# ---- design 1 ----
==> design_1/m3.png <==
(4 px per um)
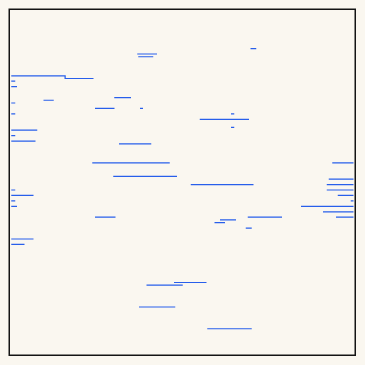

**src/rtl/tm_seq_pkg.sv**
```systemverilog
// Shared types and defaults for the TuringMachine step sequencer.
// TM_AUTORUN_EN selects the auto-run build (third button, AUTO state, timer).
package tm_seq_pkg;

  typedef enum logic [2:0] {
    IDLE   = 3'd0,
    AUTO   = 3'd1,
    PULSE  = 3'd2,
    SETTLE = 3'd3,
    HALTED = 3'd4
  } seq_state_t;

  // 10 ms settle window and 0.5 s auto-step spacing at 100 MHz
  localparam int unsigned DEBOUNCE_CYCLES_DEF = 1_000_000;
  localparam int unsigned AUTO_PERIOD_DEF     = 50_000_000;

  localparam int BTN_NEXT = 0;
  localparam int BTN_DONE = 1;
  localparam int BTN_RUN  = 2;
`ifdef TM_AUTORUN_EN
  localparam int NUM_BTN = 3;
`else
  localparam int NUM_BTN = 2;
`endif

endpackage

```
**src/rtl/btn_debounce.sv**
```systemverilog
// Push-button conditioner: 2-flop synchronizer, stability counter and a
// one-cycle registered pulse on each accepted rising level.
module btn_debounce
  import tm_seq_pkg::*;
#(
  parameter int unsigned DEBOUNCE_CYCLES = DEBOUNCE_CYCLES_DEF
) (
  input  logic clk100,
  input  logic reset_n,
  input  logic raw,
  output logic level,
  output logic press
);

  localparam int CNT_W = (DEBOUNCE_CYCLES > 1) ? $clog2(DEBOUNCE_CYCLES) : 1;
  localparam logic [CNT_W-1:0] CNT_LAST = CNT_W'(DEBOUNCE_CYCLES - 1);

  logic             sync1_q, sync1_d;
  logic             sync2_q, sync2_d;
  logic             level_q, level_d;
  logic             press_q, press_d;
  logic [CNT_W-1:0] cnt_q, cnt_d;

  // Any cycle where the synchronized level agrees restarts the count.
  always_comb begin
    sync1_d = raw;
    sync2_d = sync1_q;
    level_d = level_q;
    press_d = 1'b0;
    cnt_d   = '0;
    if (sync2_q != level_q) begin
      if (cnt_q == CNT_LAST) begin
        level_d = sync2_q;
        press_d = sync2_q;
      end else begin
        cnt_d = cnt_q + CNT_W'(1);
      end
    end
  end

  always_ff @(posedge clk100) begin
    if (!reset_n) begin
      sync1_q <= 1'b0;
      sync2_q <= 1'b0;
      level_q <= 1'b0;
      press_q <= 1'b0;
      cnt_q   <= '0;
    end else begin
      sync1_q <= sync1_d;
      sync2_q <= sync2_d;
      level_q <= level_d;
      press_q <= press_d;
      cnt_q   <= cnt_d;
    end
  end

  assign level = level_q;
  assign press = press_q;

endmodule

```
**src/rtl/tm_step_sequencer.sv**
```systemverilog
// Button front-end for the TuringMachine: clean Next/Done strobes, halt
// detection and (with TM_AUTORUN_EN defined) a timed auto-run mode.
module tm_step_sequencer
  import tm_seq_pkg::*;
#(
  parameter int                 STATE_W         = 4,
  parameter logic [STATE_W-1:0] HALT_STATE      = 4'hF,
  parameter int unsigned        DEBOUNCE_CYCLES = DEBOUNCE_CYCLES_DEF,
  parameter int unsigned        AUTO_PERIOD     = AUTO_PERIOD_DEF,
  parameter int                 STEP_W          = 16
) (
  input  logic               clk100,
  input  logic               reset_n,
  input  logic               btn_next_raw,
  input  logic               btn_done_raw,
  input  logic               btn_run_raw,
  input  logic [STATE_W-1:0] tm_state,
  output logic               tm_next,
  output logic               tm_done,
  output logic               running,
  output logic               halted,
  output logic [STEP_W-1:0]  step_count,
  output logic [2:0]         seq_state
);

  logic [NUM_BTN-1:0] btn_raw;
  logic [NUM_BTN-1:0] btn_press;
  logic [NUM_BTN-1:0] unused_btn_level;

`ifdef TM_AUTORUN_EN
  assign btn_raw = {btn_run_raw, btn_done_raw, btn_next_raw};
`else
  logic unused_run_raw;
  localparam int unsigned unused_auto_period = AUTO_PERIOD;
  assign btn_raw        = {btn_done_raw, btn_next_raw};
  assign unused_run_raw = btn_run_raw;
`endif

  for (genvar i = 0; i < NUM_BTN; i++) begin : g_db
    btn_debounce #(.DEBOUNCE_CYCLES(DEBOUNCE_CYCLES)) u_db (
      .clk100 (clk100),
      .reset_n(reset_n),
      .raw    (btn_raw[i]),
      .level  (unused_btn_level[i]),
      .press  (btn_press[i])
    );
  end

  logic ev_next, ev_done;
  assign ev_next = btn_press[BTN_NEXT];
  assign ev_done = btn_press[BTN_DONE];

`ifdef TM_AUTORUN_EN
  localparam int TMR_W = $clog2(AUTO_PERIOD);
  localparam logic [TMR_W-1:0] TMR_LAST = TMR_W'(AUTO_PERIOD - 1);

  logic             ev_run;
  logic [TMR_W-1:0] timer_q, timer_d;
  logic             running_q, running_d;
  assign ev_run = btn_press[BTN_RUN];
`endif

  seq_state_t        state_q, state_d;
  logic              tm_next_q, tm_next_d;
  logic              tm_done_q, tm_done_d;
  logic              halted_q, halted_d;
  logic [STEP_W-1:0] step_q, step_d;
  logic [STEP_W-1:0] step_inc;

  assign step_inc = (step_q == {STEP_W{1'b1}}) ? step_q : step_q + STEP_W'(1);

  // Strobes are computed for the state being entered, so they are high
  // for exactly the cycle spent in PULSE (tm_next) or after a done.
  always_comb begin
    state_d   = state_q;
    tm_next_d = 1'b0;
    tm_done_d = 1'b0;
    halted_d  = halted_q;
    step_d    = step_q;
`ifdef TM_AUTORUN_EN
    timer_d   = timer_q;
    running_d = running_q;
`endif
    case (state_q)
      IDLE: begin
        if (ev_done) begin
          tm_done_d = 1'b1;
          step_d    = '0;
        end
`ifdef TM_AUTORUN_EN
        else if (ev_run) begin
          state_d   = AUTO;
          running_d = 1'b1;
          timer_d   = '0;
        end
`endif
        else if (ev_next) begin
          state_d   = PULSE;
          tm_next_d = 1'b1;
          step_d    = step_inc;
        end
      end
      AUTO: begin
`ifdef TM_AUTORUN_EN
        if (ev_run) begin
          state_d   = IDLE;
          running_d = 1'b0;
          timer_d   = '0;
        end else if (timer_q == TMR_LAST) begin
          state_d   = PULSE;
          tm_next_d = 1'b1;
          step_d    = step_inc;
          timer_d   = '0;
        end else begin
          timer_d = timer_q + TMR_W'(1);
        end
`else
        state_d = IDLE;
`endif
      end
      PULSE: state_d = SETTLE;
      SETTLE: begin
        if (tm_state == HALT_STATE) begin
          state_d  = HALTED;
          halted_d = 1'b1;
`ifdef TM_AUTORUN_EN
          running_d = 1'b0;
`endif
        end
`ifdef TM_AUTORUN_EN
        else if (running_q) begin
          state_d = AUTO;
          timer_d = '0;
        end
`endif
        else begin
          state_d = IDLE;
        end
      end
      HALTED: begin
        if (ev_done) begin
          state_d   = IDLE;
          tm_done_d = 1'b1;
          halted_d  = 1'b0;
          step_d    = '0;
        end
      end
      default: state_d = IDLE;
    endcase
  end

  always_ff @(posedge clk100) begin
    if (!reset_n) begin
      state_q   <= IDLE;
      tm_next_q <= 1'b0;
      tm_done_q <= 1'b0;
      halted_q  <= 1'b0;
      step_q    <= '0;
`ifdef TM_AUTORUN_EN
      timer_q   <= '0;
      running_q <= 1'b0;
`endif
    end else begin
      state_q   <= state_d;
      tm_next_q <= tm_next_d;
      tm_done_q <= tm_done_d;
      halted_q  <= halted_d;
      step_q    <= step_d;
`ifdef TM_AUTORUN_EN
      timer_q   <= timer_d;
      running_q <= running_d;
`endif
    end
  end

  assign tm_next    = tm_next_q;
  assign tm_done    = tm_done_q;
  assign halted     = halted_q;
  assign step_count = step_q;
  assign seq_state  = state_q;
`ifdef TM_AUTORUN_EN
  assign running = running_q;
`else
  assign running = 1'b0;
`endif

endmodule

```
**config.mk**
```make
export PLATFORM = sky130hd
export DESIGN_NAME = tm_step_sequencer
export DESIGN_NICKNAME = d
export VERILOG_FILES = /design/src/rtl/tm_seq_pkg.sv /design/src/rtl/btn_debounce.sv /design/src/rtl/tm_step_sequencer.sv
export SDC_FILE = /design/constraint.sdc
export NUM_CORES = 1
export LEC_CHECK = 0
export CAP_MARGIN = 20
export CORE_MARGIN = 3
export CORE_UTILIZATION = 50
export CTS_BUF_LIST = sky130_fd_sc_hd__clkbuf_8
export DETAILED_ROUTE_END_ITERATION = 8
export PLACE_DENSITY = 0.79
export RECOVER_POWER = 50
export SLEW_MARGIN = 10
export SYNTH_ARGS = -nofsm -noshare
export SYNTH_HDL_FRONTEND = slang
export SYNTH_SLANG_ARGS = --single-unit
```
**constraint.sdc**
```tcl
create_clock -name clk100 -period 2.1 [get_ports clk100]
set_input_delay 0.42 -clock clk100 [delete_from_list [all_inputs] [get_ports clk100]]
set_output_delay 0.42 -clock clk100 [all_outputs]
set_load 0.005 [all_outputs]
```
# ---- design 2 ----
<file path="config.mk">
export PLATFORM = sky130hd
export DESIGN_NAME = fetch_stage
export DESIGN_NICKNAME = d
export VERILOG_FILES = /design/src/rtl/cpu_pkg.sv /design/src/rtl/ifid_reg.sv /design/src/rtl/fetch_stage.sv
export SDC_FILE = /design/constraint.sdc
export NUM_CORES = 1
export LEC_CHECK = 0
export ABC_AREA = 1
export ABC_CLOCK_PERIOD_IN_PS = 1750
export CAP_MARGIN = 20
export CELL_PAD_IN_SITES_DETAIL_PLACEMENT = 0
export CELL_PAD_IN_SITES_GLOBAL_PLACEMENT = 2
export CORE_ASPECT_RATIO = 1.1
export CORE_MARGIN = 2
export CORE_UTILIZATION = 22
export CTS_BUF_LIST = sky130_fd_sc_hd__clkbuf_8
export CTS_CLUSTER_SIZE = 10
export DETAILED_ROUTE_END_ITERATION = 7
export HOLD_SLACK_MARGIN = 0.08
export PLACE_DENSITY_LB_ADDON = 0.1
export SYNTH_ARGS = -nofsm -noshare
export SYNTH_HDL_FRONTEND = slang
export SYNTH_HIERARCHICAL = 1
export SYNTH_SLANG_ARGS = --single-unit
</file>
<file path="constraint.sdc">
create_clock -name clk -period 1.75 [get_ports clk]
set_input_delay 0.2625 -clock clk [delete_from_list [all_inputs] [get_ports clk]]
set_output_delay 0.2625 -clock clk [all_outputs]
set_load 0.03 [all_outputs]
</file>
<file path="src/rtl/cpu_pkg.sv">
// Shared CPU definitions used by the fetch stage and its IF/ID register.
// Holds reset/base address defaults, the NOP encoding, the next-PC select
// encoding, and small helpers for address arithmetic.
package cpu_pkg;

   localparam int          XLEN          = 32;
   localparam logic [31:0] RESET_PC_DEF  = 32'h0000_3000;
   localparam logic [31:0] IMEM_BASE_DEF = 32'h0000_3000;
   localparam logic [31:0] NOP_INSTR     = 32'h0000_0000;

   // Source selected for the next PC value
   typedef enum logic [1:0] {
      PC_SEL_RESET    = 2'b00,
      PC_SEL_REDIRECT = 2'b01,
      PC_SEL_HOLD     = 2'b10,
      PC_SEL_ADVANCE  = 2'b11
   } pc_sel_e;

   // Byte offset from the memory base, expressed in words (no range check)
   function automatic logic [31:0] word_offset(input logic [31:0] addr,
                                               input logic [31:0] base);
      logic [31:0] diff;
      diff = addr - base;
      return diff >> 2;
   endfunction

   // True when a byte address is not word aligned
   function automatic logic is_misaligned(input logic [31:0] addr);
      return (addr[1:0] != 2'b00);
   endfunction

endpackage

</file>
<file path="src/rtl/ifid_reg.sv">
// IF/ID pipeline register: valid/pc/instr with priority
// reset > flush (bubble) > hold > load.
module ifid_reg
   import cpu_pkg::*;
(
   input  logic        clk,
   input  logic        rst,
   input  logic        flush,
   input  logic        hold,
   input  logic [31:0] load_pc,
   input  logic [31:0] load_instr,
   output logic        valid,
   output logic [31:0] pc,
   output logic [31:0] instr
);

   logic        valid_r;
   logic [31:0] pc_r;
   logic [31:0] instr_r;

   // Pipeline register update: a flush inserts a NOP bubble even when held
   always_ff @(posedge clk) begin
      if (rst) begin
         valid_r <= 1'b0;
         pc_r    <= 32'h0000_0000;
         instr_r <= NOP_INSTR;
      end else if (flush) begin
         valid_r <= 1'b0;
         pc_r    <= 32'h0000_0000;
         instr_r <= NOP_INSTR;
      end else if (hold) begin
         valid_r <= valid_r;
         pc_r    <= pc_r;
         instr_r <= instr_r;
      end else begin
         valid_r <= 1'b1;
         pc_r    <= load_pc;
         instr_r <= load_instr;
      end
   end

   assign valid = valid_r;
   assign pc    = pc_r;
   assign instr = instr_r;

endmodule

</file>
<file path="src/rtl/fetch_stage.sv">
// Instruction-fetch stage: architectural PC register, next-PC mux,
// sticky misaligned-redirect flag and the IF/ID register.
// Optional feature macro: FETCH_FLUSH_COUNT_EN enables a saturating
// redirect-cycle counter on flush_cnt; otherwise flush_cnt reads 0.
module fetch_stage
   import cpu_pkg::*;
#(
   parameter logic [31:0] RESET_PC  = RESET_PC_DEF,
   parameter logic [31:0] IMEM_BASE = IMEM_BASE_DEF,
   parameter int          IMEM_AW   = 10
) (
   input  logic               clk,
   input  logic               rst,
   input  logic               stall,
   input  logic               redirect,
   input  logic [31:0]        newpc,
   output logic [IMEM_AW-1:0] imem_addr,
   input  logic [31:0]        imem_rdata,
   output logic [31:0]        pc,
   output logic               pcen,
   output logic [31:0]        id_pc,
   output logic [31:0]        id_instr,
   output logic               id_valid,
   output logic               misalign,
   output logic [15:0]        flush_cnt
);

   logic [31:0] pc_r;
   logic [31:0] pc_next_s;
   logic [31:0] word_off_s;
   logic        misalign_r;
   pc_sel_e     pc_sel_s;

   // Choose the next-PC source: reset > redirect > stall > advance
   always_comb begin
      pc_sel_s = PC_SEL_ADVANCE;
      if (rst) begin
         pc_sel_s = PC_SEL_RESET;
      end else if (redirect) begin
         pc_sel_s = PC_SEL_REDIRECT;
      end else if (stall) begin
         pc_sel_s = PC_SEL_HOLD;
      end else begin
         pc_sel_s = PC_SEL_ADVANCE;
      end
   end

   // Next-PC mux; redirect targets are forced to word alignment and
   // the advance path wraps silently at the top of the address space
   always_comb begin
      pc_next_s = pc_r;
      case (pc_sel_s)
         PC_SEL_RESET:    pc_next_s = RESET_PC;
         PC_SEL_REDIRECT: pc_next_s = {newpc[31:2], 2'b00};
         PC_SEL_HOLD:     pc_next_s = pc_r;
         PC_SEL_ADVANCE:  pc_next_s = pc_r + 32'd4;
         default:         pc_next_s = RESET_PC;
      endcase
   end

   // Architectural PC register
   always_ff @(posedge clk) begin
      if (rst) begin
         pc_r <= RESET_PC;
      end else begin
         pc_r <= pc_next_s;
      end
   end

   // Sticky flag recording any misaligned redirect target until reset
   always_ff @(posedge clk) begin
      if (rst) begin
         misalign_r <= 1'b0;
      end else if (redirect) begin
         misalign_r <= misalign_r | is_misaligned(newpc);
      end else begin
         misalign_r <= misalign_r;
      end
   end

   ifid_reg u_ifid (
      .clk        (clk),
      .rst        (rst),
      .flush      (redirect),
      .hold       (stall),
      .load_pc    (pc_r),
      .load_instr (imem_rdata),
      .valid      (id_valid),
      .pc         (id_pc),
      .instr      (id_instr)
   );

`ifdef FETCH_FLUSH_COUNT_EN
   logic [15:0] flush_cnt_r;

   // Count redirect cycles, saturating rather than wrapping
   always_ff @(posedge clk) begin
      if (rst) begin
         flush_cnt_r <= 16'h0000;
      end else if (redirect && (flush_cnt_r != 16'hFFFF)) begin
         flush_cnt_r <= flush_cnt_r + 16'd1;
      end else begin
         flush_cnt_r <= flush_cnt_r;
      end
   end

   assign flush_cnt = flush_cnt_r;
`else
   assign flush_cnt = 16'h0000;
`endif

   // Memory window is not range checked; addresses outside it alias
   assign word_off_s = word_offset(pc_r, IMEM_BASE);
   assign imem_addr  = IMEM_AW'(word_off_s);
   assign pc         = pc_r;
   assign pcen       = ~stall | redirect;
   assign misalign   = misalign_r;

endmodule

</file>
# ---- design 3 ----
## src/rtl/regfile_pkg.sv

```systemverilog
// Shared widths, producer ids and the write-request payload for the register-file write-back path.
package regfile_pkg;

   localparam int unsigned DATA_WIDTH = 64;
   localparam int unsigned REG_COUNT  = 32;
   localparam int unsigned ADDR_WIDTH = $clog2(REG_COUNT);

   typedef enum logic {
      PROD_ALU = 1'b0,
      PROD_MEM = 1'b1
   } prod_e;

   typedef struct packed {
      logic [ADDR_WIDTH-1:0] addr;
      logic [DATA_WIDTH-1:0] data;
   } wb_req_t;

endpackage

```

## src/rtl/wb_rr_arb2.sv

```systemverilog
// Two-request round-robin arbiter; req/grant bit 0 is ALU and bit 1 is MEM.
// A port's grant depends only on the other port's request, so Ready never depends on its own Valid.
module wb_rr_arb2
   import regfile_pkg::*;
(
   input  logic       Clk,
   input  logic       Rst_N,
   input  logic [1:0] req,
   output logic [1:0] grant
);

   prod_e last_q;
   prod_e last_d;

   always_comb begin
      grant  = 2'b00;
      last_d = last_q;
      if (Rst_N) begin
         grant[0] = !req[1] || (last_q == PROD_MEM);
         grant[1] = !req[0] || (last_q == PROD_ALU);
      end
      // Remember the winner only when a transfer actually happens
      if (req[1] && grant[1]) begin
         last_d = PROD_MEM;
      end else if (req[0] && grant[0]) begin
         last_d = PROD_ALU;
      end
   end

   always_ff @(posedge Clk) begin
      if (!Rst_N) begin
         last_q <= PROD_ALU;
      end else begin
         last_q <= last_d;
      end
   end

endmodule

```

## src/rtl/regfile_writeback.sv

```systemverilog
// Register-file write-back front end: ALU/MEM arbitration, registered write port and busy scoreboard.
// Optional macro WB_ZERO_REG_EN hardwires register 0 (no writes, never busy).
module regfile_writeback
   import regfile_pkg::*;
(
   input  logic                  Clk,
   input  logic                  Rst_N,
   input  logic                  rsv_Valid,
   input  logic [ADDR_WIDTH-1:0] rsv_Addr,
   input  logic                  alu_Valid,
   output logic                  alu_Ready,
   input  logic [ADDR_WIDTH-1:0] alu_Addr,
   input  logic [DATA_WIDTH-1:0] alu_Data,
   input  logic                  mem_Valid,
   output logic                  mem_Ready,
   input  logic [ADDR_WIDTH-1:0] mem_Addr,
   input  logic [DATA_WIDTH-1:0] mem_Data,
   output logic                  write_En,
   output logic [ADDR_WIDTH-1:0] writeAddr,
   output logic [DATA_WIDTH-1:0] data_in,
   output logic [REG_COUNT-1:0]  busy_Vec
);

   logic [1:0]            grant;
   logic                  fire_alu;
   logic                  fire_mem;
   wb_req_t               sel;
   logic                  write_en_q, write_en_d;
   logic [ADDR_WIDTH-1:0] write_addr_q, write_addr_d;
   logic [DATA_WIDTH-1:0] write_data_q, write_data_d;
   logic [REG_COUNT-1:0]  busy_q, busy_d;

   wb_rr_arb2 u_arb (
      .Clk   (Clk),
      .Rst_N (Rst_N),
      .req   ({mem_Valid, alu_Valid}),
      .grant (grant)
   );

   assign alu_Ready = grant[0];
   assign mem_Ready = grant[1];

   always_comb begin
      fire_alu     = alu_Valid && alu_Ready;
      fire_mem     = mem_Valid && mem_Ready;
      sel          = fire_mem ? wb_req_t'{addr: mem_Addr, data: mem_Data}
                              : wb_req_t'{addr: alu_Addr, data: alu_Data};
      write_en_d   = fire_alu || fire_mem;
`ifdef WB_ZERO_REG_EN
      write_en_d   = write_en_d && (sel.addr != ADDR_WIDTH'(0));
`endif
      write_addr_d = (fire_alu || fire_mem) ? sel.addr : write_addr_q;
      write_data_d = (fire_alu || fire_mem) ? sel.data : write_data_q;

      // Clear on the commit edge first so a same-edge reservation wins
      busy_d = busy_q;
      if (write_en_q) begin
         busy_d[write_addr_q] = 1'b0;
      end
      if (rsv_Valid) begin
         busy_d[rsv_Addr] = 1'b1;
      end
`ifdef WB_ZERO_REG_EN
      busy_d[0] = 1'b0;
`endif
   end

   always_ff @(posedge Clk) begin
      if (!Rst_N) begin
         write_en_q   <= 1'b0;
         write_addr_q <= '0;
         write_data_q <= '0;
         busy_q       <= '0;
      end else begin
         write_en_q   <= write_en_d;
         write_addr_q <= write_addr_d;
         write_data_q <= write_data_d;
         busy_q       <= busy_d;
      end
   end

   assign write_En  = write_en_q;
   assign writeAddr = write_addr_q;
   assign data_in   = write_data_q;
   assign busy_Vec  = busy_q;

endmodule

```

## config.mk

```make
export PLATFORM = sky130hd
export DESIGN_NAME = regfile_writeback
export DESIGN_NICKNAME = d
export VERILOG_FILES = /design/src/rtl/regfile_pkg.sv /design/src/rtl/wb_rr_arb2.sv /design/src/rtl/regfile_writeback.sv
export SDC_FILE = /design/constraint.sdc
export NUM_CORES = 1
export LEC_CHECK = 0
export ABC_AREA = 0
export ABC_CLOCK_PERIOD_IN_PS = 1850
export CORE_MARGIN = 4
export CORE_UTILIZATION = 39
export DETAILED_ROUTE_END_ITERATION = 7
export HOLD_SLACK_MARGIN = 0.05
export PLACE_DENSITY_LB_ADDON = 0.1
export RECOVER_POWER = 100
export SKIP_LAST_GASP = 1
export SLEW_MARGIN = 10
export SYNTH_ARGS = -nofsm -noshare
export SYNTH_HDL_FRONTEND = slang
export SYNTH_SLANG_ARGS = --single-unit
```

## constraint.sdc

```tcl
create_clock -name Clk -period 1.85 [get_ports Clk]
set_input_delay 0.37 -clock Clk [delete_from_list [all_inputs] [get_ports Clk]]
set_output_delay 0.37 -clock Clk [all_outputs]
set_load 0.005 [all_outputs]
```

==> design_3/class_map.png <==
(2 px per um)
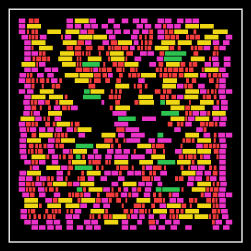
- green: clock drivers and dummy loads (cells 16; share of their area 4.1%)
- yellow: registers (cells 103; share of their area 28%)
- red: remaining logic cells (cells 385; share of their area 30%)
- magenta: remaining buffers and delay cells (cells 271; share of their area 38%)
flop share of the area: 27.4%
cell row count: 39
Placeable Area: 0.0114 sq mm
Final Util: 66.3%
cell area after layout: 0.00754 sq mm

==> results_dict.tcl, design 3 <==
# place-and-route summary
set metrics [dict create \
    combGateArea_sq_mm 0.00221 \
    clk_pin_slew_ps 70 \
    relSlewSlack_pct 59.0 \
    path_delay_family "buffers and inverters" \
    critPathMaxFanout 3 \
    yosys-stat-cells 540 \
    hold_violations 0 \
    power_leader "registers" \
    cts_max_level 3 \
    drt-initial-drc-count 368 \
    nets 918 \
    ant_nets 0 \
    die_area_sq_mm 0.0134 \
    setup_violations 0 \
    xor_share_pct 0 \
    p_sw_w 0.00145 \
    grt_usage_pct 24.9 \
    path_buffers 3 \
    outcome "complete, no violations" \
    grtUsageMet3_pct 7.62 \
    wl_met3_um 1750 \
    vias_per_cell 5.63 \
    ir_drop_uv 448 \
    p_comb_share_pct 20.4 \
    finalClockPeriodUsage_pct 97.5 \
    fp_nets 688 \
    vias 5174 \
    p_per_area_mw_per_mm2 731 \
    fillers 938 \
    r2r_slack_ps 130 \
    whs_ps 491 \
    critPathArrivalTime_ps 1430 \
    simple_gate_area_share_pct 20.1 \
    fin_crit_ps 1800 \
    worstReg2RegEnd "data_in[26]$_SDFFE_PN0P_" \
    post-synth-top-count-cell "dfxtp_1" \
    postCtsSetupRepairBufs 0 \
    critPathSlowestCell "clkdlybuf4s50_1" \
    postSynthSeqShare_pct 45.7 \
    warning_count 26 \
    cpPeakStageDelay_ps 490 \
    p_seq_w 0.00245 \
    max_cap_violations 0 \
    crit_path_start "alu_Valid" \
    drc 0 \
]
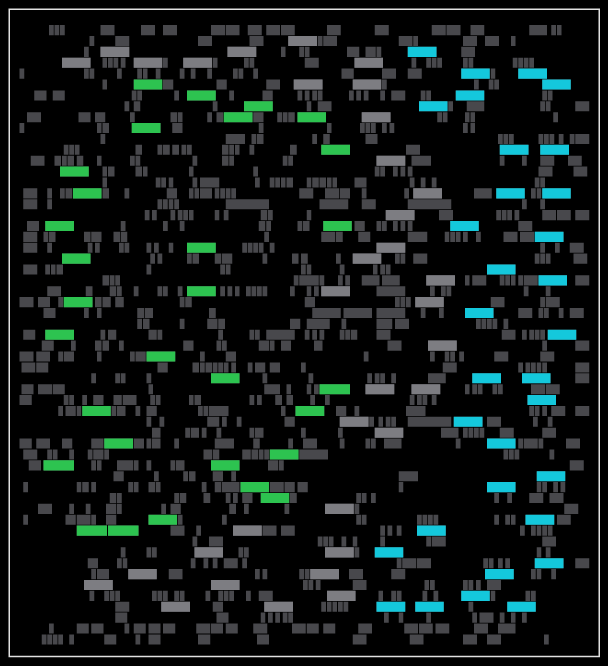
(design_2/ff_map.png)
(4 px per um) Other sequential cells in the stronger gray, the rest of the logic in the fainter gray.
- cyan: u_ifid/instr (placed flops 32; where a column on the right)
- green: pc (placed flops 30)
- not colored: 34
flop share of the area: 26.3%
Final Util: 33.1%
Sequential Area: 0.00193 sq mm
Seq power: 0.00240 W

==> design_2/m3.png <==
(2 px per um)
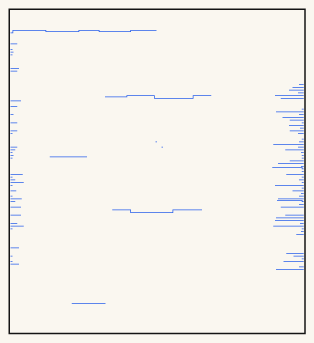
- nets with wire on the layer: 95
- longest straight run: 21.2 um
- share of all routed wire: 3.8%
- main direction: horizontal
- wire length on this layer: 643 um
GR Util met3: 2.63%
via count: 4954
final wirelength: 16900 um

==> results_dict.tcl, design 2 <==
# place-and-route summary
set metrics [dict create \
    postSynthSeqShare_pct 38.8 \
    start_kind "flip-flop" \
    whs_ps 436 \
    power_clock_w 0.00183 \
    rr_startpoint "pc[16]$_SDFFE_PP0P_" \
    ys_types 26 \
    ys_sh_adder_pct 0.252 \
    skew_ps 10.7 \
    synth.avg_cell_area_sq_um 6.19 \
    logic_family "simple AND/OR/NAND/NOR gates" \
    async_flop_share_pct 0 \
    io_pins 193 \
    place_area_sq_mm 0.00709 \
    clock-root-buffer "clkbuf_8" \
    drv_slew 0 \
    outcome "complete, no violations" \
    wl_met2_um 7600 \
    buf_share_pct 28.0 \
    max_cap_violations 0 \
    yosys-stat-cells 801 \
    grt_max_degree 88 \
    cts_tree "done" \
]
==> design_1/placed.png <==
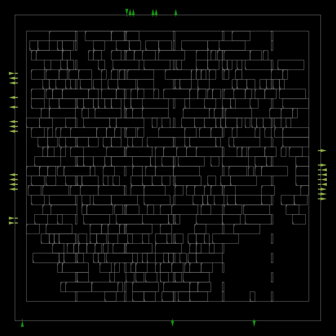
Flops: 70
cell row count: 28

About design_1/m3.png:
- share of all routed wire: 4.0%
- nets with wire on the layer: 36
- longest straight run: 19.1 um
- wire length on this layer: 251 um

==> results_dict.tcl, design 1 <==
# place-and-route summary
set metrics [dict create \
    outcome "complete, no violations" \
    met2_usage_pct 29.5 \
    max_cap_violations 0 \
    logic_family "simple AND/OR/NAND/NOR gates" \
    path_class "reg2reg" \
    synth.avg_cell_area_sq_um 9.05 \
    nNonClkBuffers 48 \
    io_pins 32 \
    mux_share_pct 0.623 \
    regArea_sq_mm 0.00140 \
    top_area_cell "dfxtp_1" \
    syn-instance-count 355 \
    clockBufferCount 10 \
    area_delta_synth_final_pct 18.1 \
    setup_violations 0 \
    top_area_share_pct 43.6 \
    buf_share_pct 11.2 \
]


==> gallery <==
Routed metal, one color a layer.
shot_01.png
(4 px per um) Only two layers are drawn.
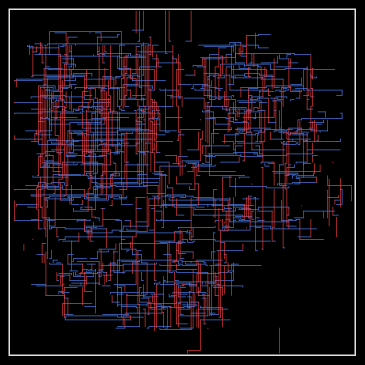
shot_02.png
(2 px per um) Only two layers are drawn.
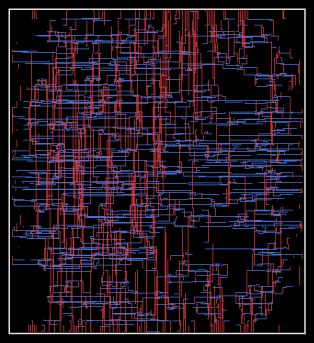
shot_03.png
(3 px per um) Only two layers are drawn.
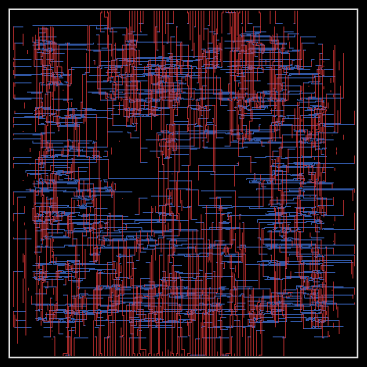
design 3 -> shot_03.png
design 2 -> shot_02.png
design 1 -> shot_01.png

Key to shot_02.png:
- blue: M1 (wire length 8580 um)
- red: M2 (wire length 7600 um)

Power figures rest on the tool's default switching activity, not on a simulated workload.
